==================== block 1
==> config.mk <==
export PLATFORM = sky130hd
export DESIGN_NAME = mem_access_ctrl_m_flat
export DESIGN_NICKNAME = d
export VERILOG_FILES = /design/src/rtl/mem_access_ctrl_m_if.sv /design/src/rtl/mem_access_ctrl_m.sv /design/src/flat_wrapper.sv
export SDC_FILE = /design/constraint.sdc
export NUM_CORES = 1
export LEC_CHECK = 0
export CAP_MARGIN = 25
export CORE_UTILIZATION = 37
export DETAILED_ROUTE_END_ITERATION = 8
export PLACE_DENSITY = 0.88
export SLEW_MARGIN = 20
export SYNTH_ARGS = -nofsm -noshare
export SYNTH_HDL_FRONTEND = slang
export SYNTH_SLANG_ARGS = --single-unit
==> constraint.sdc <==
create_clock -name clk -period 2.05 [get_ports clk]
set_input_delay 0.205 -clock clk [delete_from_list [all_inputs] [get_ports clk]]
set_output_delay 0.205 -clock clk [all_outputs]
set_load 0.02 [all_outputs]
==> src/rtl/mem_access_ctrl_m_if.sv <==
// Memory-side bus of the M-stage access controller: registered request
// fields driven by the controller, read data and completion from memory.
interface mem_access_ctrl_m_if #(
  parameter int ADDR_W = 32
);
  logic              mem_req;
  logic              mem_we;
  logic [ADDR_W-1:0] mem_addr;
  logic [3:0]        mem_byteen;
  logic [31:0]       mem_wdata;
  logic [31:0]       mem_rdata;
  logic              mem_ack;

  modport master (
    output mem_req, mem_we, mem_addr, mem_byteen, mem_wdata,
    input  mem_rdata, mem_ack
  );

  modport slave (
    input  mem_req, mem_we, mem_addr, mem_byteen, mem_wdata,
    output mem_rdata, mem_ack
  );
endinterface

==> src/rtl/mem_access_ctrl_m.sv <==
// M-stage memory access controller: decodes loads/stores, issues one bus
// request per access, stalls the pipeline until ack or timeout.
module mem_access_ctrl_m #(
  parameter int TIMEOUT = 15,
  parameter int ADDR_W  = 32
) (
  input  logic                 clk,
  input  logic                 reset,
  input  logic [31:0]          instr_M,
  input  logic                 valid_M,
  input  logic [ADDR_W-1:0]    alu_result_M,
  input  logic [31:0]          rt_data_M,
  input  logic [4:0]           reg_addr_W,
  input  logic [31:0]          reg_data_W,
  mem_access_ctrl_m_if.master  mem,
  output logic                 stall_M,
  output logic [31:0]          load_data,
  output logic                 load_valid,
  output logic [4:0]           reg_addr,
  output logic                 fwd_rt_data_M_op,
  output logic                 exc_adel,
  output logic                 exc_ades,
  output logic                 bus_err
);

  localparam logic [1:0] S_IDLE = 2'd0;
  localparam logic [1:0] S_REQ  = 2'd1;
  localparam logic [1:0] S_DONE = 2'd2;

  localparam logic [5:0] OP_LB  = 6'b100000;
  localparam logic [5:0] OP_LH  = 6'b100001;
  localparam logic [5:0] OP_LW  = 6'b100011;
  localparam logic [5:0] OP_LBU = 6'b100100;
  localparam logic [5:0] OP_LHU = 6'b100101;
  localparam logic [5:0] OP_SB  = 6'b101000;
  localparam logic [5:0] OP_SH  = 6'b101001;
  localparam logic [5:0] OP_SW  = 6'b101011;
  localparam logic [5:0] OP_RTYPE = 6'b000000;
  localparam logic [5:0] OP_ORI   = 6'b001101;
  localparam logic [5:0] OP_LUI   = 6'b001111;
  localparam logic [5:0] OP_JAL   = 6'b000011;

  localparam int CW = $clog2(TIMEOUT + 1);

  logic [1:0]    state;
  logic [CW-1:0] wait_cnt;
  logic          op_load_q;
  logic          op_signed_q;
  logic [1:0]    op_size_q;
  logic [1:0]    addr_lo_q;

  logic [5:0]  opcode;
  logic [5:0]  funct;
  logic [4:0]  rt;
  logic [4:0]  rd;
  logic        is_load, is_store, is_byte, is_half, is_word;
  logic        misaligned, mem_op, go;
  logic [31:0] store_data;
  logic [3:0]  byteen_c;
  logic [31:0] wdata_c;
  logic [31:0] byte_shift;
  logic [31:0] load_ext;

  assign opcode = instr_M[31:26];
  assign funct  = instr_M[5:0];
  assign rt     = instr_M[20:16];
  assign rd     = instr_M[15:11];

  assign is_load  = (opcode == OP_LB) || (opcode == OP_LH) || (opcode == OP_LW) ||
                    (opcode == OP_LBU) || (opcode == OP_LHU);
  assign is_store = (opcode == OP_SB) || (opcode == OP_SH) || (opcode == OP_SW);
  assign is_byte  = (opcode == OP_LB) || (opcode == OP_LBU) || (opcode == OP_SB);
  assign is_half  = (opcode == OP_LH) || (opcode == OP_LHU) || (opcode == OP_SH);
  assign is_word  = (opcode == OP_LW) || (opcode == OP_SW);

  assign misaligned = (is_word && (alu_result_M[1:0] != 2'b00)) || (is_half && alu_result_M[0]);
  assign mem_op     = valid_M && (is_load || is_store);
  assign go         = (state == S_IDLE) && mem_op && !misaligned;

  assign exc_adel = (state == S_IDLE) && mem_op && is_load  && misaligned;
  assign exc_ades = (state == S_IDLE) && mem_op && is_store && misaligned;
  assign stall_M  = go || (state == S_REQ);

  assign fwd_rt_data_M_op = (rt == reg_addr_W) && (rt != 5'd0);
  assign store_data       = fwd_rt_data_M_op ? reg_data_W : rt_data_M;

  always_comb begin
    reg_addr = 5'd0;
    if (opcode == OP_RTYPE && (funct == 6'b100000 || funct == 6'b100010 || funct == 6'b000000))
      reg_addr = rd;
    else if (opcode == OP_ORI || opcode == OP_LUI || is_load)
      reg_addr = rt;
    else if (opcode == OP_JAL)
      reg_addr = 5'd31;
  end

  // Narrow stores replicate their data across the word so memory picks lanes by byteen alone.
  always_comb begin
    byteen_c = 4'b0000;
    wdata_c  = store_data;
    if (is_store) begin
      if (is_byte) begin
        byteen_c = 4'b0001 << alu_result_M[1:0];
        wdata_c  = {4{store_data[7:0]}};
      end else if (is_half) begin
        byteen_c = alu_result_M[1] ? 4'b1100 : 4'b0011;
        wdata_c  = {2{store_data[15:0]}};
      end else begin
        byteen_c = 4'b1111;
      end
    end
  end

  assign byte_shift = mem.mem_rdata >> {addr_lo_q, 3'b000};

  always_comb begin
    load_ext = mem.mem_rdata;
    case (op_size_q)
      2'd0: load_ext = {{24{op_signed_q & byte_shift[7]}}, byte_shift[7:0]};
      2'd1: load_ext = addr_lo_q[1] ?
                       {{16{op_signed_q & mem.mem_rdata[31]}}, mem.mem_rdata[31:16]} :
                       {{16{op_signed_q & mem.mem_rdata[15]}}, mem.mem_rdata[15:0]};
      default: load_ext = mem.mem_rdata;
    endcase
  end

  // An ack on the same cycle the wait budget runs out wins over the timeout.
  always_ff @(posedge clk or negedge reset) begin
    if (!reset) begin
      state          <= S_IDLE;
      wait_cnt       <= '0;
      op_load_q      <= 1'b0;
      op_signed_q    <= 1'b0;
      op_size_q      <= 2'd0;
      addr_lo_q      <= 2'd0;
      mem.mem_req    <= 1'b0;
      mem.mem_we     <= 1'b0;
      mem.mem_addr   <= '0;
      mem.mem_byteen <= 4'b0000;
      mem.mem_wdata  <= 32'd0;
      load_data      <= 32'd0;
      load_valid     <= 1'b0;
      bus_err        <= 1'b0;
    end else begin
      case (state)
        S_IDLE: begin
          if (go) begin
            state          <= S_REQ;
            wait_cnt       <= '0;
            op_load_q      <= is_load;
            op_signed_q    <= (opcode == OP_LB) || (opcode == OP_LH);
            op_size_q      <= is_byte ? 2'd0 : (is_half ? 2'd1 : 2'd2);
            addr_lo_q      <= alu_result_M[1:0];
            mem.mem_req    <= 1'b1;
            mem.mem_we     <= is_store;
            mem.mem_addr   <= {alu_result_M[ADDR_W-1:2], 2'b00};
            mem.mem_byteen <= byteen_c;
            mem.mem_wdata  <= wdata_c;
          end
        end
        S_REQ: begin
          if (mem.mem_ack) begin
            state       <= S_DONE;
            mem.mem_req <= 1'b0;
            load_valid  <= op_load_q;
            if (op_load_q)
              load_data <= load_ext;
          end else if (wait_cnt == CW'(TIMEOUT - 1)) begin
            state       <= S_DONE;
            wait_cnt    <= CW'(TIMEOUT);
            mem.mem_req <= 1'b0;
            load_valid  <= op_load_q;
            load_data   <= 32'd0;
            bus_err     <= 1'b1;
          end else begin
            wait_cnt <= wait_cnt + 1'b1;
          end
        end
        default: begin
          state      <= S_IDLE;
          load_valid <= 1'b0;
          bus_err    <= 1'b0;
        end
      endcase
    end
  end

endmodule

==> src/flat_wrapper.sv <==
// flat-port wrapper written by rule: the top's interface ports become plain ports
module mem_access_ctrl_m_flat 
#(
  parameter int TIMEOUT = 15,
  parameter int ADDR_W  = 32
)
  (clk, reset, instr_M, valid_M, alu_result_M, rt_data_M, reg_addr_W, reg_data_W, stall_M, load_data, load_valid, reg_addr, fwd_rt_data_M_op, exc_adel, exc_ades, bus_err, mem_mem_req, mem_mem_we, mem_mem_addr, mem_mem_byteen, mem_mem_wdata, mem_mem_rdata, mem_mem_ack);
  mem_access_ctrl_m_if #(.ADDR_W(ADDR_W)) mem_i ();
  input  logic clk;
  input  logic reset;
  input  logic [31:0] instr_M;
  input  logic valid_M;
  input  logic [ADDR_W-1:0] alu_result_M;
  input  logic [31:0] rt_data_M;
  input  logic [4:0] reg_addr_W;
  input  logic [31:0] reg_data_W;
  output logic stall_M;
  output logic [31:0] load_data;
  output logic load_valid;
  output logic [4:0] reg_addr;
  output logic fwd_rt_data_M_op;
  output logic exc_adel;
  output logic exc_ades;
  output logic bus_err;
  output wire logic [$bits(mem_i.mem_req)-1:0] mem_mem_req;
  output wire logic [$bits(mem_i.mem_we)-1:0] mem_mem_we;
  output wire logic [$bits(mem_i.mem_addr)-1:0] mem_mem_addr;
  output wire logic [$bits(mem_i.mem_byteen)-1:0] mem_mem_byteen;
  output wire logic [$bits(mem_i.mem_wdata)-1:0] mem_mem_wdata;
  input wire logic [$bits(mem_i.mem_rdata)-1:0] mem_mem_rdata;
  input wire logic [$bits(mem_i.mem_ack)-1:0] mem_mem_ack;
  assign mem_mem_req = mem_i.mem_req;
  assign mem_mem_we = mem_i.mem_we;
  assign mem_mem_addr = mem_i.mem_addr;
  assign mem_mem_byteen = mem_i.mem_byteen;
  assign mem_mem_wdata = mem_i.mem_wdata;
  assign mem_i.mem_rdata = mem_mem_rdata;
  assign mem_i.mem_ack = mem_mem_ack;
  mem_access_ctrl_m #(.TIMEOUT(TIMEOUT), .ADDR_W(ADDR_W)) u_core (.clk(clk), .reset(reset), .instr_M(instr_M), .valid_M(valid_M), .alu_result_M(alu_result_M), .rt_data_M(rt_data_M), .reg_addr_W(reg_addr_W), .reg_data_W(reg_data_W), .mem(mem_i), .stall_M(stall_M), .load_data(load_data), .load_valid(load_valid), .reg_addr(reg_addr), .fwd_rt_data_M_op(fwd_rt_data_M_op), .exc_adel(exc_adel), .exc_ades(exc_ades), .bus_err(bus_err));
endmodule
==================== block 2
==> config.mk <==
export PLATFORM = sky130hd
export DESIGN_NAME = vending_controller_flat
export DESIGN_NICKNAME = d
export VERILOG_FILES = /design/src/rtl/vending_pkg.sv /design/src/rtl/vending_if.sv /design/src/rtl/vending_stock.sv /design/src/rtl/vending_controller.sv /design/src/flat_wrapper.sv
export SDC_FILE = /design/constraint.sdc
export NUM_CORES = 1
export LEC_CHECK = 0
export CAP_MARGIN = 20
export CORE_MARGIN = 2
export CORE_UTILIZATION = 50
export CTS_BUF_LIST = sky130_fd_sc_hd__clkbuf_8
export DETAILED_ROUTE_END_ITERATION = 10
export PLACE_DENSITY_LB_ADDON = 0.1
export SYNTH_ARGS = -nofsm -noshare
export SYNTH_HDL_FRONTEND = slang
export SYNTH_SLANG_ARGS = --single-unit
==> constraint.sdc <==
create_clock -name clk -period 3.2 [get_ports clk]
set_clock_uncertainty 0.15 [all_clocks]
set_input_delay 0.64 -clock clk [delete_from_list [all_inputs] [get_ports clk]]
set_output_delay 0.64 -clock clk [all_outputs]
set_load 0.03 [all_outputs]
==> src/rtl/vending_pkg.sv <==
// vending_pkg: shared state, error-code and selection constants for the vending controller
package vending_pkg;
  typedef enum logic [1:0] {IDLE, CREDIT, VEND, CHANGE} state_t;
  localparam logic [1:0] ERR_NONE = 2'd0;
  localparam logic [1:0] ERR_PRICE = 2'd1;
  localparam logic [1:0] ERR_SOLDOUT = 2'd2;
  localparam logic [1:0] ERR_CODE = 2'd3;
  localparam int SEL_CANCEL = 0;
endpackage

==> src/rtl/vending_if.sv <==
// vending_if: coin, keypad, restock and actuator handshake signals of the vending controller
interface vending_if #(
  parameter int N_ITEMS = 4,
  parameter int SEL_W = 3,
  parameter int CREDIT_W = 4,
  parameter int STOCK_W = 3
);
  logic coin_valid;
  logic [CREDIT_W-1:0] coin_value;
  logic sel_valid;
  logic [SEL_W-1:0] sel;
  logic restock_valid;
  logic [SEL_W-1:0] restock_item;
  logic [STOCK_W-1:0] restock_qty;
  logic dispense_valid;
  logic [SEL_W-1:0] dispense_item;
  logic dispense_ready;
  logic change_valid;
  logic [CREDIT_W-1:0] change_amount;
  logic change_ready;
  logic [CREDIT_W-1:0] credit;
  logic [N_ITEMS-1:0] avail_mask;
  logic coin_reject;
  logic err_valid;
  logic [1:0] err_code;
  modport slave(
    input coin_valid, coin_value, sel_valid, sel, restock_valid, restock_item, restock_qty,
    input dispense_ready, change_ready,
    output dispense_valid, dispense_item, change_valid, change_amount, credit, avail_mask,
    output coin_reject, err_valid, err_code
  );
  modport master(
    output coin_valid, coin_value, sel_valid, sel, restock_valid, restock_item, restock_qty,
    output dispense_ready, change_ready,
    input dispense_valid, dispense_item, change_valid, change_amount, credit, avail_mask,
    input coin_reject, err_valid, err_code
  );
endinterface

==> src/rtl/vending_stock.sv <==
// vending_stock: per-item saturating stock counters with purchase decrement and restock add
module vending_stock
  import vending_pkg::*;
#(
  parameter int N_ITEMS = 4,
  parameter int SEL_W = 3,
  parameter int STOCK_W = 3,
  parameter logic [N_ITEMS*STOCK_W-1:0] INIT_STOCK = {3'd2, 3'd2, 3'd1, 3'd2}
) (
  input  logic clk,
  input  logic rst,
  input  logic dec_valid_i,
  input  logic [SEL_W-1:0] dec_item_i,
  input  logic restock_valid_i,
  input  logic [SEL_W-1:0] restock_item_i,
  input  logic [STOCK_W-1:0] restock_qty_i,
  output logic [N_ITEMS-1:0] nonzero_o
);
  logic [STOCK_W-1:0] stock_q [N_ITEMS];
  logic [STOCK_W-1:0] stock_d [N_ITEMS];
  function automatic logic [STOCK_W-1:0] next_stock(
    input logic [STOCK_W-1:0] s,
    input logic dec,
    input logic [STOCK_W-1:0] add
  );
    logic [STOCK_W:0] sum;
    sum = {1'b0, s} + {1'b0, add} - {{STOCK_W{1'b0}}, dec};
    return sum[STOCK_W] ? '1 : sum[STOCK_W-1:0];
  endfunction
  always_comb begin
    for (int i = 0; i < N_ITEMS; i++) begin
      stock_d[i] = next_stock(stock_q[i], dec_valid_i && dec_item_i == SEL_W'(i + 1),
                              (restock_valid_i && restock_item_i == SEL_W'(i + 1)) ? restock_qty_i : '0);
      nonzero_o[i] = |stock_q[i];
    end
  end
  always_ff @(posedge clk or posedge rst) begin
    if (rst) for (int i = 0; i < N_ITEMS; i++) stock_q[i] <= INIT_STOCK[i*STOCK_W +: STOCK_W];
    else for (int i = 0; i < N_ITEMS; i++) stock_q[i] <= stock_d[i];
  end
endmodule

==> src/rtl/vending_controller.sv <==
// vending_controller: multi-item vending FSM with credit accumulation, stock, timeout and dispense/change handshakes
module vending_controller
  import vending_pkg::*;
#(
  parameter int N_ITEMS = 4,
  parameter int SEL_W = 3,
  parameter int CREDIT_W = 4,
  parameter int STOCK_W = 3,
  parameter logic [N_ITEMS*CREDIT_W-1:0] PRICES = {4'd4, 4'd3, 4'd2, 4'd1},
  parameter logic [N_ITEMS*STOCK_W-1:0] INIT_STOCK = {3'd2, 3'd2, 3'd1, 3'd2},
  parameter int TIMEOUT_CYC = 1000
) (
  input logic clk,
  input logic rst,
  vending_if.slave bus
);
  localparam int TW = $clog2(TIMEOUT_CYC + 1);
  localparam logic [TW-1:0] T_LAST = TW'(TIMEOUT_CYC - 1);
  state_t state_q, state_d;
  logic [CREDIT_W-1:0] credit_q, credit_d;
  logic [TW-1:0] timer_q, timer_d;
  logic disp_valid_q, disp_valid_d;
  logic [SEL_W-1:0] disp_item_q, disp_item_d;
  logic chg_valid_q, chg_valid_d;
  logic [CREDIT_W-1:0] chg_amt_q, chg_amt_d;
  logic coin_rej_q, coin_rej_d;
  logic err_valid_q, err_valid_d;
  logic [1:0] err_code_q, err_code_d;
  logic [N_ITEMS-1:0] in_stock, avail;
  logic [CREDIT_W-1:0] price;
  logic sel_in_stock, coin_ok, sel_take, is_cancel;
  logic [CREDIT_W:0] coin_sum;
  logic [1:0] sel_err;
  vending_stock #(
    .N_ITEMS(N_ITEMS), .SEL_W(SEL_W), .STOCK_W(STOCK_W), .INIT_STOCK(INIT_STOCK)
  ) u_stock (
    .clk(clk),
    .rst(rst),
    .dec_valid_i(sel_take),
    .dec_item_i(bus.sel),
    .restock_valid_i(bus.restock_valid),
    .restock_item_i(bus.restock_item),
    .restock_qty_i(bus.restock_qty),
    .nonzero_o(in_stock)
  );
  always_comb begin
    price = '0;
    sel_in_stock = 1'b0;
    for (int i = 0; i < N_ITEMS; i++) begin
      avail[i] = in_stock[i] && PRICES[i*CREDIT_W +: CREDIT_W] <= credit_q;
      if (bus.sel == SEL_W'(i + 1)) begin
        price = PRICES[i*CREDIT_W +: CREDIT_W];
        sel_in_stock = in_stock[i];
      end
    end
  end
  assign is_cancel = bus.sel == SEL_W'(SEL_CANCEL);
  assign sel_err = bus.sel > SEL_W'(N_ITEMS) ? ERR_CODE :
                   !sel_in_stock ? ERR_SOLDOUT :
                   price > credit_q ? ERR_PRICE : ERR_NONE;
  assign coin_sum = {1'b0, credit_q} + {1'b0, bus.coin_value};
  assign coin_ok = bus.coin_valid && !coin_sum[CREDIT_W] &&
                   (state_q == IDLE || (state_q == CREDIT && !bus.sel_valid));
  assign sel_take = state_q == CREDIT && bus.sel_valid && !is_cancel && sel_err == ERR_NONE;
  always_comb begin
    state_d = state_q;
    credit_d = coin_ok ? coin_sum[CREDIT_W-1:0] : credit_q;
    timer_d = '0;
    disp_valid_d = disp_valid_q;
    disp_item_d = disp_item_q;
    chg_valid_d = chg_valid_q;
    chg_amt_d = chg_amt_q;
    coin_rej_d = bus.coin_valid && !coin_ok;
    err_valid_d = 1'b0;
    err_code_d = ERR_NONE;
    case (state_q)
      IDLE: state_d = coin_ok ? CREDIT : IDLE;
      CREDIT:
        if (bus.sel_valid && is_cancel) begin
          state_d = credit_q != '0 ? CHANGE : IDLE;
          chg_valid_d = credit_q != '0;
          chg_amt_d = credit_q;
        end else if (bus.sel_valid && sel_err != ERR_NONE) begin
          err_valid_d = 1'b1;
          err_code_d = sel_err;
        end else if (bus.sel_valid) begin
          credit_d = credit_q - price;
          disp_valid_d = 1'b1;
          disp_item_d = bus.sel;
          state_d = VEND;
        end else if (!bus.coin_valid && timer_q == T_LAST) begin
          state_d = CHANGE;
          chg_valid_d = 1'b1;
          chg_amt_d = credit_q;
        end else if (!bus.coin_valid) begin
          timer_d = timer_q + 1'b1;
        end
      VEND:
        if (bus.dispense_ready) begin
          disp_valid_d = 1'b0;
          state_d = credit_q != '0 ? CREDIT : IDLE;
        end
      CHANGE:
        if (bus.change_ready) begin
          chg_valid_d = 1'b0;
          credit_d = '0;
          state_d = IDLE;
        end
      default: state_d = IDLE;
    endcase
  end
  always_ff @(posedge clk or posedge rst) begin
    if (rst) begin
      state_q <= IDLE;
      credit_q <= '0;
      timer_q <= '0;
      disp_valid_q <= 1'b0;
      disp_item_q <= '0;
      chg_valid_q <= 1'b0;
      chg_amt_q <= '0;
      coin_rej_q <= 1'b0;
      err_valid_q <= 1'b0;
      err_code_q <= ERR_NONE;
    end else begin
      state_q <= state_d;
      credit_q <= credit_d;
      timer_q <= timer_d;
      disp_valid_q <= disp_valid_d;
      disp_item_q <= disp_item_d;
      chg_valid_q <= chg_valid_d;
      chg_amt_q <= chg_amt_d;
      coin_rej_q <= coin_rej_d;
      err_valid_q <= err_valid_d;
      err_code_q <= err_code_d;
    end
  end
  assign bus.dispense_valid = disp_valid_q;
  assign bus.dispense_item = disp_item_q;
  assign bus.change_valid = chg_valid_q;
  assign bus.change_amount = chg_amt_q;
  assign bus.credit = credit_q;
  assign bus.avail_mask = avail;
  assign bus.coin_reject = coin_rej_q;
  assign bus.err_valid = err_valid_q;
  assign bus.err_code = err_code_q;
endmodule

==> src/flat_wrapper.sv <==
// flat-port wrapper written by rule: the top's interface ports become plain ports
module vending_controller_flat import vending_pkg::*;
#(
  parameter int N_ITEMS = 4,
  parameter int SEL_W = 3,
  parameter int CREDIT_W = 4,
  parameter int STOCK_W = 3,
  parameter logic [N_ITEMS*CREDIT_W-1:0] PRICES = {4'd4, 4'd3, 4'd2, 4'd1},
  parameter logic [N_ITEMS*STOCK_W-1:0] INIT_STOCK = {3'd2, 3'd2, 3'd1, 3'd2},
  parameter int TIMEOUT_CYC = 1000
)
  (clk, rst, bus_coin_valid, bus_coin_value, bus_sel_valid, bus_sel, bus_restock_valid, bus_restock_item, bus_restock_qty, bus_dispense_ready, bus_change_ready, bus_dispense_valid, bus_dispense_item, bus_change_valid, bus_change_amount, bus_credit, bus_avail_mask, bus_coin_reject, bus_err_valid, bus_err_code);
  vending_if #(.N_ITEMS(N_ITEMS), .SEL_W(SEL_W), .CREDIT_W(CREDIT_W), .STOCK_W(STOCK_W)) bus_i ();
  input logic clk;
  input logic rst;
  input wire logic [$bits(bus_i.coin_valid)-1:0] bus_coin_valid;
  input wire logic [$bits(bus_i.coin_value)-1:0] bus_coin_value;
  input wire logic [$bits(bus_i.sel_valid)-1:0] bus_sel_valid;
  input wire logic [$bits(bus_i.sel)-1:0] bus_sel;
  input wire logic [$bits(bus_i.restock_valid)-1:0] bus_restock_valid;
  input wire logic [$bits(bus_i.restock_item)-1:0] bus_restock_item;
  input wire logic [$bits(bus_i.restock_qty)-1:0] bus_restock_qty;
  input wire logic [$bits(bus_i.dispense_ready)-1:0] bus_dispense_ready;
  input wire logic [$bits(bus_i.change_ready)-1:0] bus_change_ready;
  output wire logic [$bits(bus_i.dispense_valid)-1:0] bus_dispense_valid;
  output wire logic [$bits(bus_i.dispense_item)-1:0] bus_dispense_item;
  output wire logic [$bits(bus_i.change_valid)-1:0] bus_change_valid;
  output wire logic [$bits(bus_i.change_amount)-1:0] bus_change_amount;
  output wire logic [$bits(bus_i.credit)-1:0] bus_credit;
  output wire logic [$bits(bus_i.avail_mask)-1:0] bus_avail_mask;
  output wire logic [$bits(bus_i.coin_reject)-1:0] bus_coin_reject;
  output wire logic [$bits(bus_i.err_valid)-1:0] bus_err_valid;
  output wire logic [$bits(bus_i.err_code)-1:0] bus_err_code;
  assign bus_i.coin_valid = bus_coin_valid;
  assign bus_i.coin_value = bus_coin_value;
  assign bus_i.sel_valid = bus_sel_valid;
  assign bus_i.sel = bus_sel;
  assign bus_i.restock_valid = bus_restock_valid;
  assign bus_i.restock_item = bus_restock_item;
  assign bus_i.restock_qty = bus_restock_qty;
  assign bus_i.dispense_ready = bus_dispense_ready;
  assign bus_i.change_ready = bus_change_ready;
  assign bus_dispense_valid = bus_i.dispense_valid;
  assign bus_dispense_item = bus_i.dispense_item;
  assign bus_change_valid = bus_i.change_valid;
  assign bus_change_amount = bus_i.change_amount;
  assign bus_credit = bus_i.credit;
  assign bus_avail_mask = bus_i.avail_mask;
  assign bus_coin_reject = bus_i.coin_reject;
  assign bus_err_valid = bus_i.err_valid;
  assign bus_err_code = bus_i.err_code;
  vending_controller #(.N_ITEMS(N_ITEMS), .SEL_W(SEL_W), .CREDIT_W(CREDIT_W), .STOCK_W(STOCK_W), .PRICES(PRICES), .INIT_STOCK(INIT_STOCK), .TIMEOUT_CYC(TIMEOUT_CYC)) u_core (.clk(clk), .rst(rst), .bus(bus_i));
endmodule
Block 1, zoomed window:
Scale bar: 20 microns. Window x 38 to 88, y 63 to 113 microns. Cells in grey, sequential cells in the stronger grey; small squares are vias.
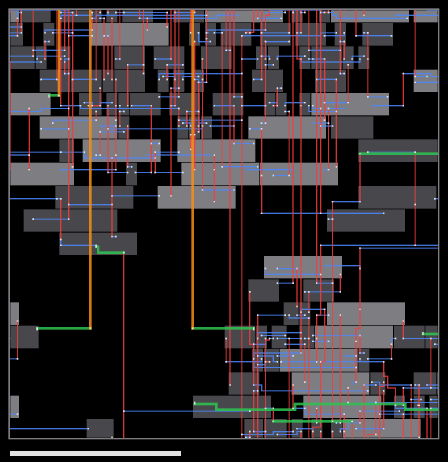
Green marks metal 3. Red marks metal 2. Blue marks metal 1. Orange marks metal 4.
105 logic cells have their middle in the window. Sequential cells in the window: 20. Netlist names of flops here include u_core.mem.mem_addr (13), u_core.mem.mem_byteen (4), u_core.addr_lo_q (2). Most frequent: nand2_1 (39), clkdlybuf4s50_1 (27), dfrtp_1 (20).

==> git commit body, block 1 <==
Store results of the implementation flow

* Net total in the final layout: about 1100
- Sw Ratio: 0.333
* Simple-Gate Fraction of Synth Area: 0.205
- In this run, the synthesized area fraction spent on xor and xnor cells is recorded as 0.00615.
- Worst Setup Path Type: flip-flop to output pin
- The final antenna diode tally reported by the flow is 0.
- Total negative setup slack: -24.2 ps
* Number of setup violations in the final report: 1
* Clock network power share: 0.291
- The slowest stage of the critical path is the sky130_fd_sc_hd__or4_4 cell.
* Crit path max fanout: 3
- In this run, the synthesized area fraction spent on adder and majority cells is recorded as 0.00439.
* Number of non-filler instances in the completed layout: 1142
- After floorplanning, the die was sized to cover about 16000 sq um.
* Post-route worst setup slack: -24.2 ps
* Violations in the final reports: negative setup slack
- The flow ran to the end, but the final reports show violations.
- Leaving out fill and tap cells, the most frequent cell in the layout is sky130_fd_sc_hd__clkdlybuf4s50_1.
- Per the synth stats, the flop cell with the highest instance count is sky130_fd_sc_hd__dfrtp_1.
* Post-placement setup slack: -808 ps
* TritonCTS clock tree: yes
- The routed layout reports a DRC error count of 0.
- Amount of wire on met2 after detailed routing: 10.7 mm
- Unrepaired setup endpoints after global routing: yes
- The largest registers in the layout are u_core.load_data (32), u_core.mem.mem_wdata (32), u_core.mem.mem_addr (30).
- Arrival time worst endpoint: 1870 ps
* Synthesized area: 5700 sq um
- Clock buffer cells: 23
- Post-route total power: around 0.011 W
- Per the post-synthesis report, the number of cells in the design is 614.
* Initial core utilization: 0.386
- Number of enable-type register cells in the synthesized netlist: 0
[block 1: final timing paths]
check	from	end	slack [ps]	depth (start not counted)
min in group asynchronous	reset	u_core.load_data[16]	310	2
max	u_core.state[0]	stall_M	-20	6
max in group asynchronous	reset	u_core.mem.mem_wdata[15]	1100	3
max reg2reg	u_core.state[0]	u_core.mem.mem_wdata[19]	20	8
min	instr_M[31]	u_core.op_signed_q	230	4
min reg2reg	u_core.mem.mem_addr[9]	u_core.mem.mem_addr[9]	460	2
[block 1: routing by layer]
layer	vias up	global-route usage
met5	-	0
met4	0	0.0978
met3	34	0.0888
met2	324	0.466
met1	2901	0.282
li1	2813	-
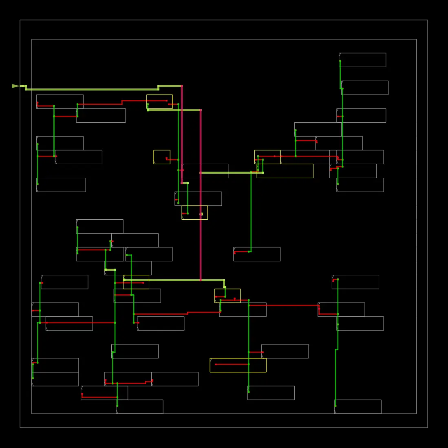
Block 2: clock routing
Clock buffer cells: 5
clock latency on the worst-skew pair: 300 ps

==> git commit body, block 2 <==
Store results of the implementation flow

* Clock-pin slew reported for the worst setup and hold paths after clock tree synthesis: 90 ps
- Period utilisation layout: 0.996
- Maximum clock rate: 0.314 GHz
* Initial DRC count: 69
* Crit path max fanout: 4
- Result of the run: completed
* Inverters: 42
* Clock network power: 0.000509 W
- Final standard cell area without fillers: 4110 sq um
- After the last flow step, the layout net total stands at ~450.
- The detailed router reported a total wirelength of slightly below 7 mm.
- Synthesis-to-layout area growth: 42.6%
* Sequential standard cell area: 1030 sq um
* Synthesis Warnings: 0
- Counting flops with a built-in enable in the synthesized netlist gives 0.
* Comb. cell area: 1950 sq um
- In the power breakdown, the biggest contributor is combinational cells.
- The initialized floorplan defines 27 standard-cell rows.
## block 2: metal layers
layer / global-route usage / share of wire / vias up
li1: - / - / 1221
met1: 0.336 / 0.48 / 1176
met2: 0.363 / 0.47 / 49
met3: 0.0339 / 0.033 / 9
met4: 0.0559 / 0.011 / 0
met5: 0 / 0 / -
## block 2: what timing repair did
item                                   4_1_cts  5_1_grt
setup buffers                                4        4
pin swaps                                   13       12
setup endpoints to repair                   12       12
endpoints found under the hold margin        0        0
gates resized                               21       14
hold buffers                                 0        0

==================== block 3
Block 3, met1 routing:
Scale bar: 20 microns.
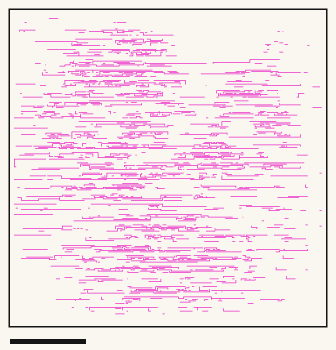

### config.mk
export PLATFORM = sky130hd
export DESIGN_NAME = vga_frame_timer
export DESIGN_NICKNAME = d
export VERILOG_FILES = /design/src/rtl/vga_frame_timer_pkg.sv /design/src/rtl/vga_frame_timer_sync_delay_line.sv /design/src/rtl/vga_frame_timer.sv
export SDC_FILE = /design/constraint.sdc
export NUM_CORES = 1
export LEC_CHECK = 0
export CAP_MARGIN = 20
export CORE_UTILIZATION = 49
export CTS_BUF_LIST = sky130_fd_sc_hd__clkbuf_4 sky130_fd_sc_hd__clkbuf_8 sky130_fd_sc_hd__clkbuf_16
export CTS_CLUSTER_SIZE = 10
export DETAILED_ROUTE_END_ITERATION = 12
export HOLD_SLACK_MARGIN = 0.1
export PLACE_DENSITY = 0.75
export SLEW_MARGIN = 15
export SYNTH_ARGS = -nofsm -noshare
export SYNTH_HDL_FRONTEND = slang
export SYNTH_HIERARCHICAL = 1
export SYNTH_SLANG_ARGS = --single-unit
### constraint.sdc
create_clock -name CLOCK_25 -period 3.7 [get_ports CLOCK_25]
set_clock_uncertainty 0.2 [all_clocks]
set_input_delay 0.37 -clock CLOCK_25 [delete_from_list [all_inputs] [get_ports CLOCK_25]]
set_output_delay 0.37 -clock CLOCK_25 [all_outputs]
set_load 0.005 [all_outputs]
### src/rtl/vga_frame_timer_pkg.sv
// Shared timing constants and types for the VGA frame timer.
// Defaults describe 640x480 at 60 Hz from a 25 MHz pixel clock.
package vga_frame_timer_pkg;

    localparam int CNT_W = 12;

    localparam int DEF_H_ACTIVE = 640;
    localparam int DEF_H_FP     = 16;
    localparam int DEF_H_SYNC   = 96;
    localparam int DEF_H_BP     = 48;
    localparam int DEF_V_ACTIVE = 480;
    localparam int DEF_V_FP     = 10;
    localparam int DEF_V_SYNC   = 2;
    localparam int DEF_V_BP     = 33;

    localparam int DEF_H_TOTAL = DEF_H_ACTIVE + DEF_H_FP + DEF_H_SYNC + DEF_H_BP;
    localparam int DEF_V_TOTAL = DEF_V_ACTIVE + DEF_V_FP + DEF_V_SYNC + DEF_V_BP;

    localparam int FRAME_WIDTH  = DEF_H_ACTIVE;
    localparam int FRAME_HEIGHT = DEF_V_ACTIVE;

    localparam logic DEF_SYNC_POL   = 1'b0;
    localparam int   DEF_PIPE_DEPTH = 0;

    // Syncs travel as "asserted" flags; polarity is applied at the pins.
    typedef struct packed {
        logic active;
        logic hsync;
        logic vsync;
    } sync_bundle_t;

endpackage

### src/rtl/vga_frame_timer_sync_delay_line.sv
// Fixed-depth shift register with a synchronous reset value.
// DEPTH of zero degenerates to a plain wire.
module sync_delay_line #(
    parameter int               WIDTH     = 3,
    parameter int               DEPTH     = 0,
    parameter logic [WIDTH-1:0] RESET_VAL = '0
) (
    input  logic             clk,
    input  logic             reset,
    input  logic [WIDTH-1:0] d,
    output logic [WIDTH-1:0] q
);

    if (DEPTH == 0) begin : g_wire
        logic unused_ctrl;
        assign unused_ctrl = ^{clk, reset};
        assign q = d;
    end else begin : g_shift
        logic [WIDTH-1:0] stages [DEPTH];

        always_ff @(posedge clk) begin
            if (reset) begin
                for (int i = 0; i < DEPTH; i++) stages[i] <= RESET_VAL;
            end else begin
                stages[0] <= d;
                for (int i = 1; i < DEPTH; i++) stages[i] <= stages[i-1];
            end
        end

        assign q = stages[DEPTH-1];
    end

endmodule

### src/rtl/vga_frame_timer.sv
// VGA raster timer: pixel coordinates for the image generator, a per-frame
// tick, and blanked, sync-aligned colour at the connector.
module vga_frame_timer
    import vga_frame_timer_pkg::*;
#(
    parameter int   H_ACTIVE   = DEF_H_ACTIVE,
    parameter int   H_FP       = DEF_H_FP,
    parameter int   H_SYNC     = DEF_H_SYNC,
    parameter int   H_BP       = DEF_H_BP,
    parameter int   V_ACTIVE   = DEF_V_ACTIVE,
    parameter int   V_FP       = DEF_V_FP,
    parameter int   V_SYNC     = DEF_V_SYNC,
    parameter int   V_BP       = DEF_V_BP,
    parameter logic SYNC_POL   = DEF_SYNC_POL,
    parameter int   PIPE_DEPTH = DEF_PIPE_DEPTH   // 0..3
) (
    input  logic             CLOCK_25,
    input  logic             reset,
    output logic [CNT_W-1:0] x,
    output logic [CNT_W-1:0] y,
    output logic             active,
    output logic             frame_start,
    output logic [7:0]       frame_count,
    input  logic [2:0]       color_in,
    output logic [2:0]       vga_rgb,
    output logic             vga_hsync,
    output logic             vga_vsync
);

    localparam int H_TOTAL = H_ACTIVE + H_FP + H_SYNC + H_BP;
    localparam int V_TOTAL = V_ACTIVE + V_FP + V_SYNC + V_BP;

    localparam logic [CNT_W-1:0] H_LAST   = CNT_W'(H_TOTAL - 1);
    localparam logic [CNT_W-1:0] V_LAST   = CNT_W'(V_TOTAL - 1);
    localparam logic [CNT_W-1:0] H_ACT_C  = CNT_W'(H_ACTIVE);
    localparam logic [CNT_W-1:0] V_ACT_C  = CNT_W'(V_ACTIVE);
    localparam logic [CNT_W-1:0] HS_START = CNT_W'(H_ACTIVE + H_FP);
    localparam logic [CNT_W-1:0] HS_END   = CNT_W'(H_ACTIVE + H_FP + H_SYNC);
    localparam logic [CNT_W-1:0] VS_START = CNT_W'(V_ACTIVE + V_FP);
    localparam logic [CNT_W-1:0] VS_END   = CNT_W'(V_ACTIVE + V_FP + V_SYNC);

    logic [CNT_W-1:0] h_cnt, v_cnt, h_next, v_next;
    logic             active_next, hs_next, vs_next, fs_next;
    logic             hs_raw, vs_raw;
    sync_bundle_t     stage0, delayed;

    always_comb begin
        h_next = h_cnt + 1'b1;
        v_next = v_cnt;
        if (h_cnt == H_LAST) begin
            h_next = '0;
            v_next = (v_cnt == V_LAST) ? '0 : v_cnt + 1'b1;
        end
        active_next = (h_next < H_ACT_C) && (v_next < V_ACT_C);
        hs_next     = (h_next >= HS_START) && (h_next < HS_END);
        vs_next     = (v_next >= VS_START) && (v_next < VS_END);
        fs_next     = (h_next == '0) && (v_next == V_ACT_C);
    end

    // Stage 0 is computed from the next counter values so it describes the
    // counters during the same cycle they hold.
    always_ff @(posedge CLOCK_25) begin
        if (reset) begin
            h_cnt       <= '0;
            v_cnt       <= '0;
            x           <= CNT_W'(1);
            y           <= CNT_W'(1);
            active      <= 1'b1;
            hs_raw      <= 1'b0;
            vs_raw      <= 1'b0;
            frame_start <= 1'b0;
            frame_count <= '0;
        end else begin
            h_cnt       <= h_next;
            v_cnt       <= v_next;
            x           <= active_next ? h_next + 1'b1 : '0;
            y           <= active_next ? v_next + 1'b1 : '0;
            active      <= active_next;
            hs_raw      <= hs_next;
            vs_raw      <= vs_next;
            frame_start <= fs_next;
            if (fs_next) frame_count <= frame_count + 1'b1;
        end
    end

    assign stage0 = {active, hs_raw, vs_raw};

    sync_delay_line #(
        .WIDTH    ($bits(sync_bundle_t)),
        .DEPTH    (PIPE_DEPTH),
        .RESET_VAL('0)
    ) u_delay (
        .clk  (CLOCK_25),
        .reset(reset),
        .d    (stage0),
        .q    (delayed)
    );

    always_ff @(posedge CLOCK_25) begin
        if (reset) begin
            vga_rgb   <= 3'b000;
            vga_hsync <= ~SYNC_POL;
            vga_vsync <= ~SYNC_POL;
        end else begin
            vga_rgb   <= delayed.active ? color_in : 3'b000;
            vga_hsync <= delayed.hsync ? SYNC_POL : ~SYNC_POL;
            vga_vsync <= delayed.vsync ? SYNC_POL : ~SYNC_POL;
        end
    end

endmodule

==================== block 4
`src/rtl/cpu_run_pkg.sv`:
```
// Shared types and constants for the CPU run controller: FSM state encoding,
// default to-host address / pass code and saturating-counter helpers.
package cpu_run_pkg;

    typedef enum logic [2:0] {
        ST_HOLD         = 3'd0,
        ST_RUN          = 3'd1,
        ST_DONE_PASS    = 3'd2,
        ST_DONE_FAIL    = 3'd3,
        ST_DONE_TIMEOUT = 3'd4
    } run_state_e;

    localparam logic [31:0] DEFAULT_TOHOST_ADDR = 32'h4000_0010;
    localparam logic [31:0] DEFAULT_PASS_CODE   = 32'h0000_0001;
    localparam logic [31:0] CNT_MAX             = 32'hFFFF_FFFF;

    function automatic logic [31:0] sat_inc(input logic [31:0] v, input logic en);
        if (en && (v != CNT_MAX)) begin
            return v + 32'd1;
        end else begin
            return v;
        end
    endfunction

    function automatic logic is_done(input run_state_e s);
        return (s == ST_DONE_PASS) || (s == ST_DONE_FAIL) || (s == ST_DONE_TIMEOUT);
    endfunction

endpackage

```
`src/rtl/run_trace_buffer.sv`:
```
// Circular store trace: keeps the last DEPTH {addr,data} pairs and reads them
// back by position relative to the oldest valid entry.
module run_trace_buffer #(
    parameter int ADDR_W = 32,
    parameter int DATA_W = 32,
    parameter int DEPTH  = 8,
    localparam int PTR_W = $clog2(DEPTH)
) (
    input  logic              i_clk,
    input  logic              i_reset,
    input  logic              i_wr_en,
    input  logic [ADDR_W-1:0] i_addr,
    input  logic [DATA_W-1:0] i_data,
    input  logic [PTR_W-1:0]  i_idx,
    output logic [ADDR_W-1:0] o_addr,
    output logic [DATA_W-1:0] o_data,
    output logic [PTR_W:0]    o_fill
);

    logic [ADDR_W-1:0] r_addr_mem [DEPTH];
    logic [DATA_W-1:0] r_data_mem [DEPTH];
    logic [PTR_W-1:0]  r_wr_ptr;
    logic [PTR_W:0]    r_fill;
    logic [PTR_W-1:0]  w_rd_slot;
    logic              w_hit;

    // Write pointer and fill level; fill saturates once the ring is full.
    always_ff @(posedge i_clk) begin
        if (i_reset) begin
            r_wr_ptr <= {PTR_W{1'b0}};
            r_fill   <= {(PTR_W+1){1'b0}};
        end else if (i_wr_en) begin
            r_wr_ptr <= r_wr_ptr + {{(PTR_W-1){1'b0}}, 1'b1};
            if (r_fill != (PTR_W+1)'(DEPTH)) begin
                r_fill <= r_fill + {{PTR_W{1'b0}}, 1'b1};
            end else begin
                r_fill <= r_fill;
            end
        end else begin
            r_wr_ptr <= r_wr_ptr;
            r_fill   <= r_fill;
        end
    end

    // Storage array; stale contents are masked by the fill check on read.
    always_ff @(posedge i_clk) begin
        if (i_wr_en) begin
            r_addr_mem[r_wr_ptr] <= i_addr;
            r_data_mem[r_wr_ptr] <= i_data;
        end
    end

    // When full, the low fill bits are zero so the oldest entry sits at wr_ptr.
    assign w_rd_slot = r_wr_ptr - r_fill[PTR_W-1:0] + i_idx;
    assign w_hit     = ({1'b0, i_idx} < r_fill);

    // Relative-index read port, zero outside the valid window.
    always_comb begin
        o_addr = {ADDR_W{1'b0}};
        o_data = {DATA_W{1'b0}};
        if (w_hit) begin
            o_addr = r_addr_mem[w_rd_slot];
            o_data = r_data_mem[w_rd_slot];
        end else begin
            o_addr = {ADDR_W{1'b0}};
            o_data = {DATA_W{1'b0}};
        end
    end

    assign o_fill = r_fill;

endmodule

```
`src/rtl/cpu_run_controller.sv`:
```
// Run controller for the pipelined CPU: reset stretch, run/done FSM with
// to-host pass/fail detection, timeout, saturating activity counters and store trace.
module cpu_run_controller
    import cpu_run_pkg::*;
#(
    parameter int                ADDR_W         = 32,
    parameter int                DATA_W         = 32,
    parameter int                RESET_CYCLES   = 4,
    parameter int                TIMEOUT_CYCLES = 100000,
    parameter logic [ADDR_W-1:0] TOHOST_ADDR    = ADDR_W'(DEFAULT_TOHOST_ADDR),
    parameter logic [DATA_W-1:0] PASS_CODE      = DATA_W'(DEFAULT_PASS_CODE),
    parameter int                TRACE_DEPTH    = 8,
    parameter int                HALT_ON_DONE   = 1,
    localparam int               IDX_W          = $clog2(TRACE_DEPTH)
) (
    input  logic              clk,
    input  logic              reset,
    input  logic [ADDR_W-1:0] MemBus_Address,
    input  logic [DATA_W-1:0] MemBus_Write_Data,
    input  logic              MemRead,
    input  logic              MemWrite,
    output logic              cpu_reset,
    output logic              running,
    output logic              done,
    output logic              pass,
    output logic              timeout,
    output logic [DATA_W-1:0] result_data,
    output logic [31:0]       cycle_count,
    output logic [31:0]       load_count,
    output logic [31:0]       store_count,
    input  logic [IDX_W-1:0]  trace_idx,
    output logic [ADDR_W-1:0] trace_addr,
    output logic [DATA_W-1:0] trace_data,
    output logic [IDX_W:0]    trace_fill
);

    localparam int HOLD_W = $clog2(RESET_CYCLES + 1);

    run_state_e        r_state;
    run_state_e        w_state_nxt;
    logic [HOLD_W-1:0] r_hold_cnt;
    logic              w_in_run;
    logic              w_tohost;
    logic              w_timeout_hit;
    logic              w_halt;

    assign w_in_run      = (r_state == ST_RUN);
    assign w_tohost      = MemWrite && (MemBus_Address == TOHOST_ADDR);
    assign w_timeout_hit = (cycle_count == 32'(TIMEOUT_CYCLES - 1));
    assign w_halt        = (HALT_ON_DONE != 0);

    // Next-state logic; a to-host store beats a simultaneous timeout.
    always_comb begin
        w_state_nxt = r_state;
        case (r_state)
            ST_HOLD: begin
                if (r_hold_cnt == HOLD_W'(RESET_CYCLES - 1)) begin
                    w_state_nxt = ST_RUN;
                end else begin
                    w_state_nxt = ST_HOLD;
                end
            end
            ST_RUN: begin
                if (w_tohost) begin
                    w_state_nxt = (MemBus_Write_Data == PASS_CODE) ? ST_DONE_PASS : ST_DONE_FAIL;
                end else if (w_timeout_hit) begin
                    w_state_nxt = ST_DONE_TIMEOUT;
                end else begin
                    w_state_nxt = ST_RUN;
                end
            end
            ST_DONE_PASS, ST_DONE_FAIL, ST_DONE_TIMEOUT: w_state_nxt = r_state;
            default: w_state_nxt = ST_HOLD;
        endcase
    end

    // FSM state, counters, result capture and registered status decode.
    always_ff @(posedge clk) begin
        if (reset) begin
            r_state     <= ST_HOLD;
            r_hold_cnt  <= {HOLD_W{1'b0}};
            cycle_count <= 32'd0;
            load_count  <= 32'd0;
            store_count <= 32'd0;
            result_data <= {DATA_W{1'b0}};
            cpu_reset   <= 1'b1;
            running     <= 1'b0;
            done        <= 1'b0;
            pass        <= 1'b0;
            timeout     <= 1'b0;
        end else begin
            r_state     <= w_state_nxt;
            r_hold_cnt  <= (r_state == ST_HOLD) ? r_hold_cnt + HOLD_W'(1) : {HOLD_W{1'b0}};
            cycle_count <= sat_inc(cycle_count, w_in_run);
            load_count  <= sat_inc(load_count, w_in_run && MemRead);
            store_count <= sat_inc(store_count, w_in_run && MemWrite);
            if (w_in_run && w_tohost) begin
                result_data <= MemBus_Write_Data;
            end else begin
                result_data <= result_data;
            end
            cpu_reset   <= (w_state_nxt == ST_HOLD) || (is_done(w_state_nxt) && w_halt);
            running     <= (w_state_nxt == ST_RUN);
            done        <= is_done(w_state_nxt);
            pass        <= (w_state_nxt == ST_DONE_PASS);
            timeout     <= (w_state_nxt == ST_DONE_TIMEOUT);
        end
    end

    run_trace_buffer #(
        .ADDR_W (ADDR_W),
        .DATA_W (DATA_W),
        .DEPTH  (TRACE_DEPTH)
    ) u_trace (
        .i_clk   (clk),
        .i_reset (reset),
        .i_wr_en (w_in_run && MemWrite),
        .i_addr  (MemBus_Address),
        .i_data  (MemBus_Write_Data),
        .i_idx   (trace_idx),
        .o_addr  (trace_addr),
        .o_data  (trace_data),
        .o_fill  (trace_fill)
    );

endmodule

```
`config.mk`:
```
export PLATFORM = sky130hd
export DESIGN_NAME = cpu_run_controller
export DESIGN_NICKNAME = d
export VERILOG_FILES = /design/src/rtl/cpu_run_pkg.sv /design/src/rtl/run_trace_buffer.sv /design/src/rtl/cpu_run_controller.sv
export SDC_FILE = /design/constraint.sdc
export NUM_CORES = 1
export LEC_CHECK = 0
export ABC_AREA = 1
export CAP_MARGIN = 0
export CORE_ASPECT_RATIO = 0.75
export CORE_MARGIN = 4
export CORE_UTILIZATION = 58
export CTS_CLUSTER_SIZE = 30
export DETAILED_ROUTE_END_ITERATION = 16
export GPL_TIMING_DRIVEN = 1
export PLACE_DENSITY_LB_ADDON = 0.12
export REMOVE_ABC_BUFFERS = 1
export SYNTH_ARGS = -nofsm -noshare
export SYNTH_HDL_FRONTEND = slang
export SYNTH_SLANG_ARGS = --single-unit
export TNS_END_PERCENT = 50
```
`constraint.sdc`:
```
create_clock -name clk -period 6.8 [get_ports clk]
set_input_delay 1.7 -clock clk [delete_from_list [all_inputs] [get_ports clk]]
set_output_delay 1.7 -clock clk [all_outputs]
set_load 0.05 [all_outputs]
```
Block 3, pin map:
Scale bar: 20 microns. Pins as bars across the die edge, other pins in grey.
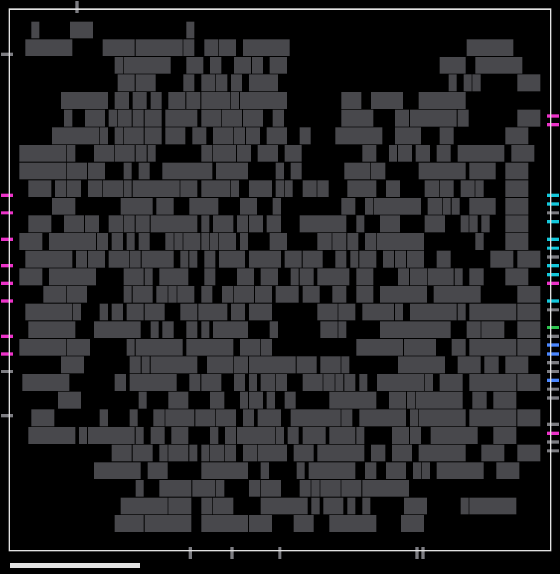
Blue marks vga_rgb, pins 3, direction output, edge right. Cyan marks frame_count, pins 8, direction output, edge right. Green marks vga_vsync, pins 1, direction output, edge right. Magenta marks y, pins 12, direction output, edge 8 left, 4 right.

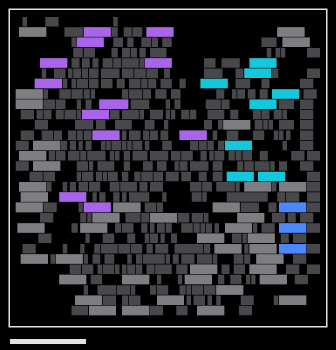
Block 3: sequential cells coloured by netlist name
Scale bar: 20 microns. Other sequential cells in the stronger grey, the rest of the logic in the fainter grey.
Blue marks vga_rgb, placed flops 3. Cyan marks frame_count, placed flops 8. Purple marks v_cnt, placed flops 12.
Another 42 sequential cells are not coloured.

Notes on 'met1 routing' of block 3 above:
The layer holds 48% of the routed length. The wires run mostly horizontal. The layer carries 3500 microns of wire. The longest straight run is 22.5 microns.
total routed wirelength: 7.29 mm
vias after detailed routing: 2877
met1 track utilization from global routing: 0.280

==> git commit body, block 3 <==
Store results of the implementation flow

* Gp weighted congestion: 0.975
* Number of non-filler instances in the completed layout: 503
- Measured along the y axis, the die boundary spans roughly 83 microns.
- Among cell families on the critical path, the largest total delay comes from simple AND/OR/NAND/NOR gates.
- Arrival time worst endpoint: between 3000 and 4000 ps
- Total negative setup slack: 0 ps
- Sw Ratio: 0.242
- Number of logic stages on the critical path including buffering: 10
- The synthesis stats list as the most numerous cell sky130_fd_sc_hd__dfxtp_1.
- Number of post-CTS setup repair buffers: 0
- Top cell by count, worst path: sky130_fd_sc_hd__or4b_4
* Net total in the final layout: 433
- Buffers from clock root to sink, at most: 2
- The initial antenna violation count was 0.
* Main combinational cell family by area after synthesis: simple AND/OR/NAND/NOR gates
- TritonCTS built the clock tree.
- In the final layout, the share of cells above drive strength 1 is 0.115.
* Initial core utilization: 0.510
- Setup repair after global routing left no endpoint under its margin.
* Top metal layer carrying routed signals: met4
* Synthesized instance count: between 300 and 400
- The logs give a warning total of 29.
- Yosys cell count: 373
- Most instantiated logic cells after routing: sky130_fd_sc_hd__dfxtp_1, sky130_fd_sc_hd__nor2_1, sky130_fd_sc_hd__clkdlybuf4s50_1, sky130_fd_sc_hd__nand2_1
- Sequential cell power: 0.000726 W
- Summed over the clock group, the power is ~0.0006 W.
- Wire length of the first global-routing pass: 12.3 mm
- Period utilisation layout: 0.948
- The run finished with clean final reports.
- Buffers placed on the I/O ports in this run total 43.
* Comb pwr: 0.0000898 W
- Among logic cells in the layout, the one with the most instances is sky130_fd_sc_hd__dfxtp_1.
- Max transition margin: 0.408
- Kind of end point of the critical path: flip-flop
* Post-Syn Area per Cell: 8.69 sq um
- Crit path required time: 3770 ps
- M2 GR Usage: 0.346
- Fraction of synthesized area in multiplexers: 0.0243
- The layer flagged by global routing as most heavily used is met2.
- The detailed router finished its first iteration with around 180 violations.
* Portion of the post-synthesis area used by sequential elements: 0.402
* Power share of the sequential group: 0.511
- In this run, CTS created clock tree buffers numbering 9.
* Synthesis Warnings: 6
[block 3: area by class of cell]
class / instances / area [sq um]
Fill cell: 550 / 2380
Multi-Input combinational cell: 280 / 1810
Sequential cell: 65 / 1300
Timing Repair Buffer: 57 / 536
Clock buffer: 9 / 124
Tap cell: 77 / 96.3
Clock inverter: 7 / 77.6
Inverter: 8 / 30.0
[block 3: final timing paths]
check | from | to | slack, ps
max | v_cnt[5] | frame_count[0] | 190
min | hs_raw | vga_hsync | 170
max reg2reg | v_cnt[5] | frame_count[0] | 190
min reg2reg | hs_raw | vga_hsync | 170
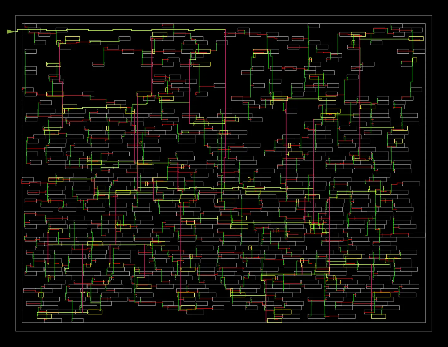
Block 4: clock routing
Clock Sink Count: 658
clock latency on the worst-skew pair: 640 ps
final sequential cell count: 658

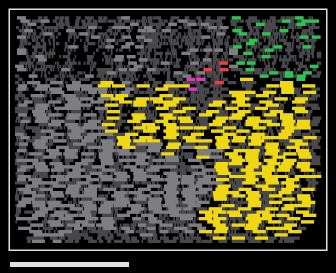
Block 4: sequential cells coloured by netlist name
Scale bar: 100 microns. Other sequential cells in the stronger grey, the rest of the logic in the fainter grey.
Magenta marks u_trace.r_wr_ptr, placed flops 3. Red marks u_trace.o_fill, placed flops 4. Yellow marks u_trace.r_addr_mem, placed flops 256. Green marks store_count, placed flops 32, where top right.
Another 363 sequential cells are not coloured.

==> git commit body, block 4 <==
Store results of the implementation flow

- The synthesis report gives the async set-or-reset register share as 0.
* Worst setup skew after layout: 28.9 ps
- The layout has 164 inverters outside the clock class.
- The final timing report lists a max-slew violation count of 0.
- The flow ran to the end, and the final reports show no timing, DRC or antenna violations.
- Tap cell count: between 600 and 700
* Buffers from clock root to sink, at most: 3
- After the flow finishes, the layout carries non-filler instances totaling 3820.
- Number of post-CTS setup repair buffers: 0
* Synthesis Warnings: 0
- The synthesis run shows the most used standard cells to be sky130_fd_sc_hd__nand2_1, sky130_fd_sc_hd__edfxtp_1, sky130_fd_sc_hd__nor2_1.
* Most repeated cell in the gate-level netlist after synthesis: sky130_fd_sc_hd__nand2_1
- Netlist cell types: 43
- Total negative setup slack: 0 ps
* Clock network area share: 0.0589
- Proportion of netlist area held by the largest area contributor: 0.534
* Number of placed instances with taps included: about 3700
- In this run the horizontal extent of the chip is 265 microns.
* Remaining Overflow, GRT: 0
* Total routed wirelength: 76.2 mm
- Simple-Gate Fraction of Synth Area: 0.204
* Most instantiated logic cells after routing: sky130_fd_sc_hd__nand2_1, sky130_fd_sc_hd__edfxtp_1, sky130_fd_sc_hd__nor2_1, sky130_fd_sc_hd__clkdlybuf4s50_1, sky130_fd_sc_hd__a21oi_1
* Crit path max fanout: 23
- For this run, the detailed router reports a per-instance via density of 5.76.
- Among all stages on the critical path, the largest delay is contributed by sky130_fd_sc_hd__fa_4.
* Leakage power figure: 12.3 nW
* Worst setup path startpoint: trace_idx[1]
* Startpoint Class: primary input
==> block 4: state kept, by name (all words and copies together) (netlist names) <==
name and count:
u_trace.r_data_mem 256, store_count 32, timeout 1, done 1
u_trace.r_wr_ptr 3, u_trace.o_fill 4, cycle_count 32, u_trace.r_addr_mem 256
r_state 3, running 1, r_hold_cnt 3, cpu_reset 1
load_count 32, pass 1, result_data 32
==> block 4: power by group <==
part / internal [W] / leakage, nW / switching (W)
Clock: 0.00203 / 0.996 / 0.00150
Combinational: 0.000699 / 5.53 / 0.00106
Sequential: 0.00434 / 5.78 / 0.00000813
Total: 0.00707 / 12.3 / 0.00257

==> gallery <==
Zoomed window.
Plate I
Scale bar: 20 microns. Window x 17 to 67, y 33 to 83 microns. Cells in grey, sequential cells in the stronger grey; small squares are vias.
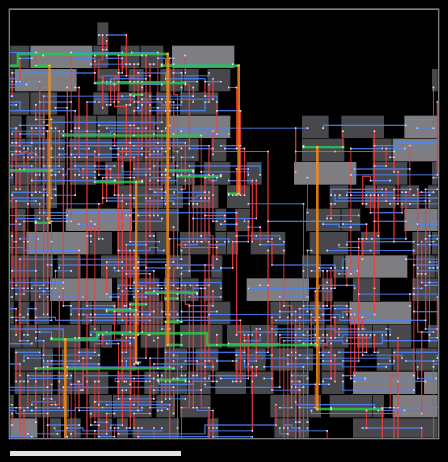
Plate II
Scale bar: 20 microns. Window x 108 to 158, y 116 to 166 microns. Cells in grey, sequential cells in the stronger grey; small squares are vias.
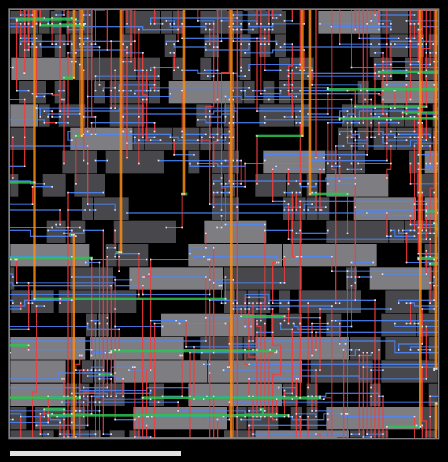
| picture | from |
|---|---|
| Plate II | block 4 |
| Plate I | block 3 |
Of these, largest die: Plate II

Key to Plate I:
Red marks metal 2. Green marks metal 3. Blue marks metal 1. Orange marks metal 4.
Sequential cells in the window: 16. Most frequent: nor2_1 (17), dfxtp_1 (15), buf_4 (14). Netlist names of flops here include v_cnt (8), frame_count (6). 186 logic cells have their middle in the window.



==> notes/layouts.md <==
Pictures saved along the way, in no particular order.

Met1 routing.
(a)
Scale bar: 100 microns.
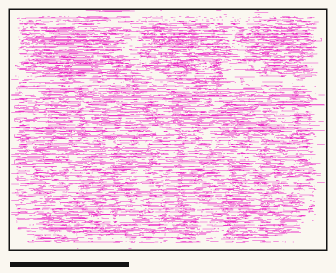
(b)
Scale bar: 20 microns.
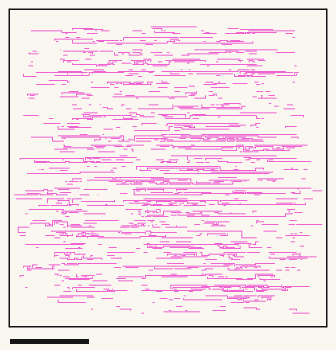
(c)
Scale bar: 50 microns.
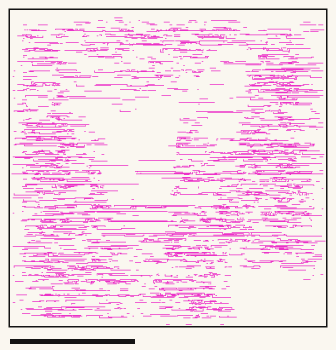
(a) -> block 4
(c) -> block 1
(b) -> block 2
- largest die: (a)
- smallest die: (b)

Key to (c):
The longest straight run is 33.1 microns. The layer carries 7510 microns of wire. The layer holds 37% of the routed length. The wires run mostly horizontal.

Power figures rest on the tool's default switching activity, not on a simulated workload.
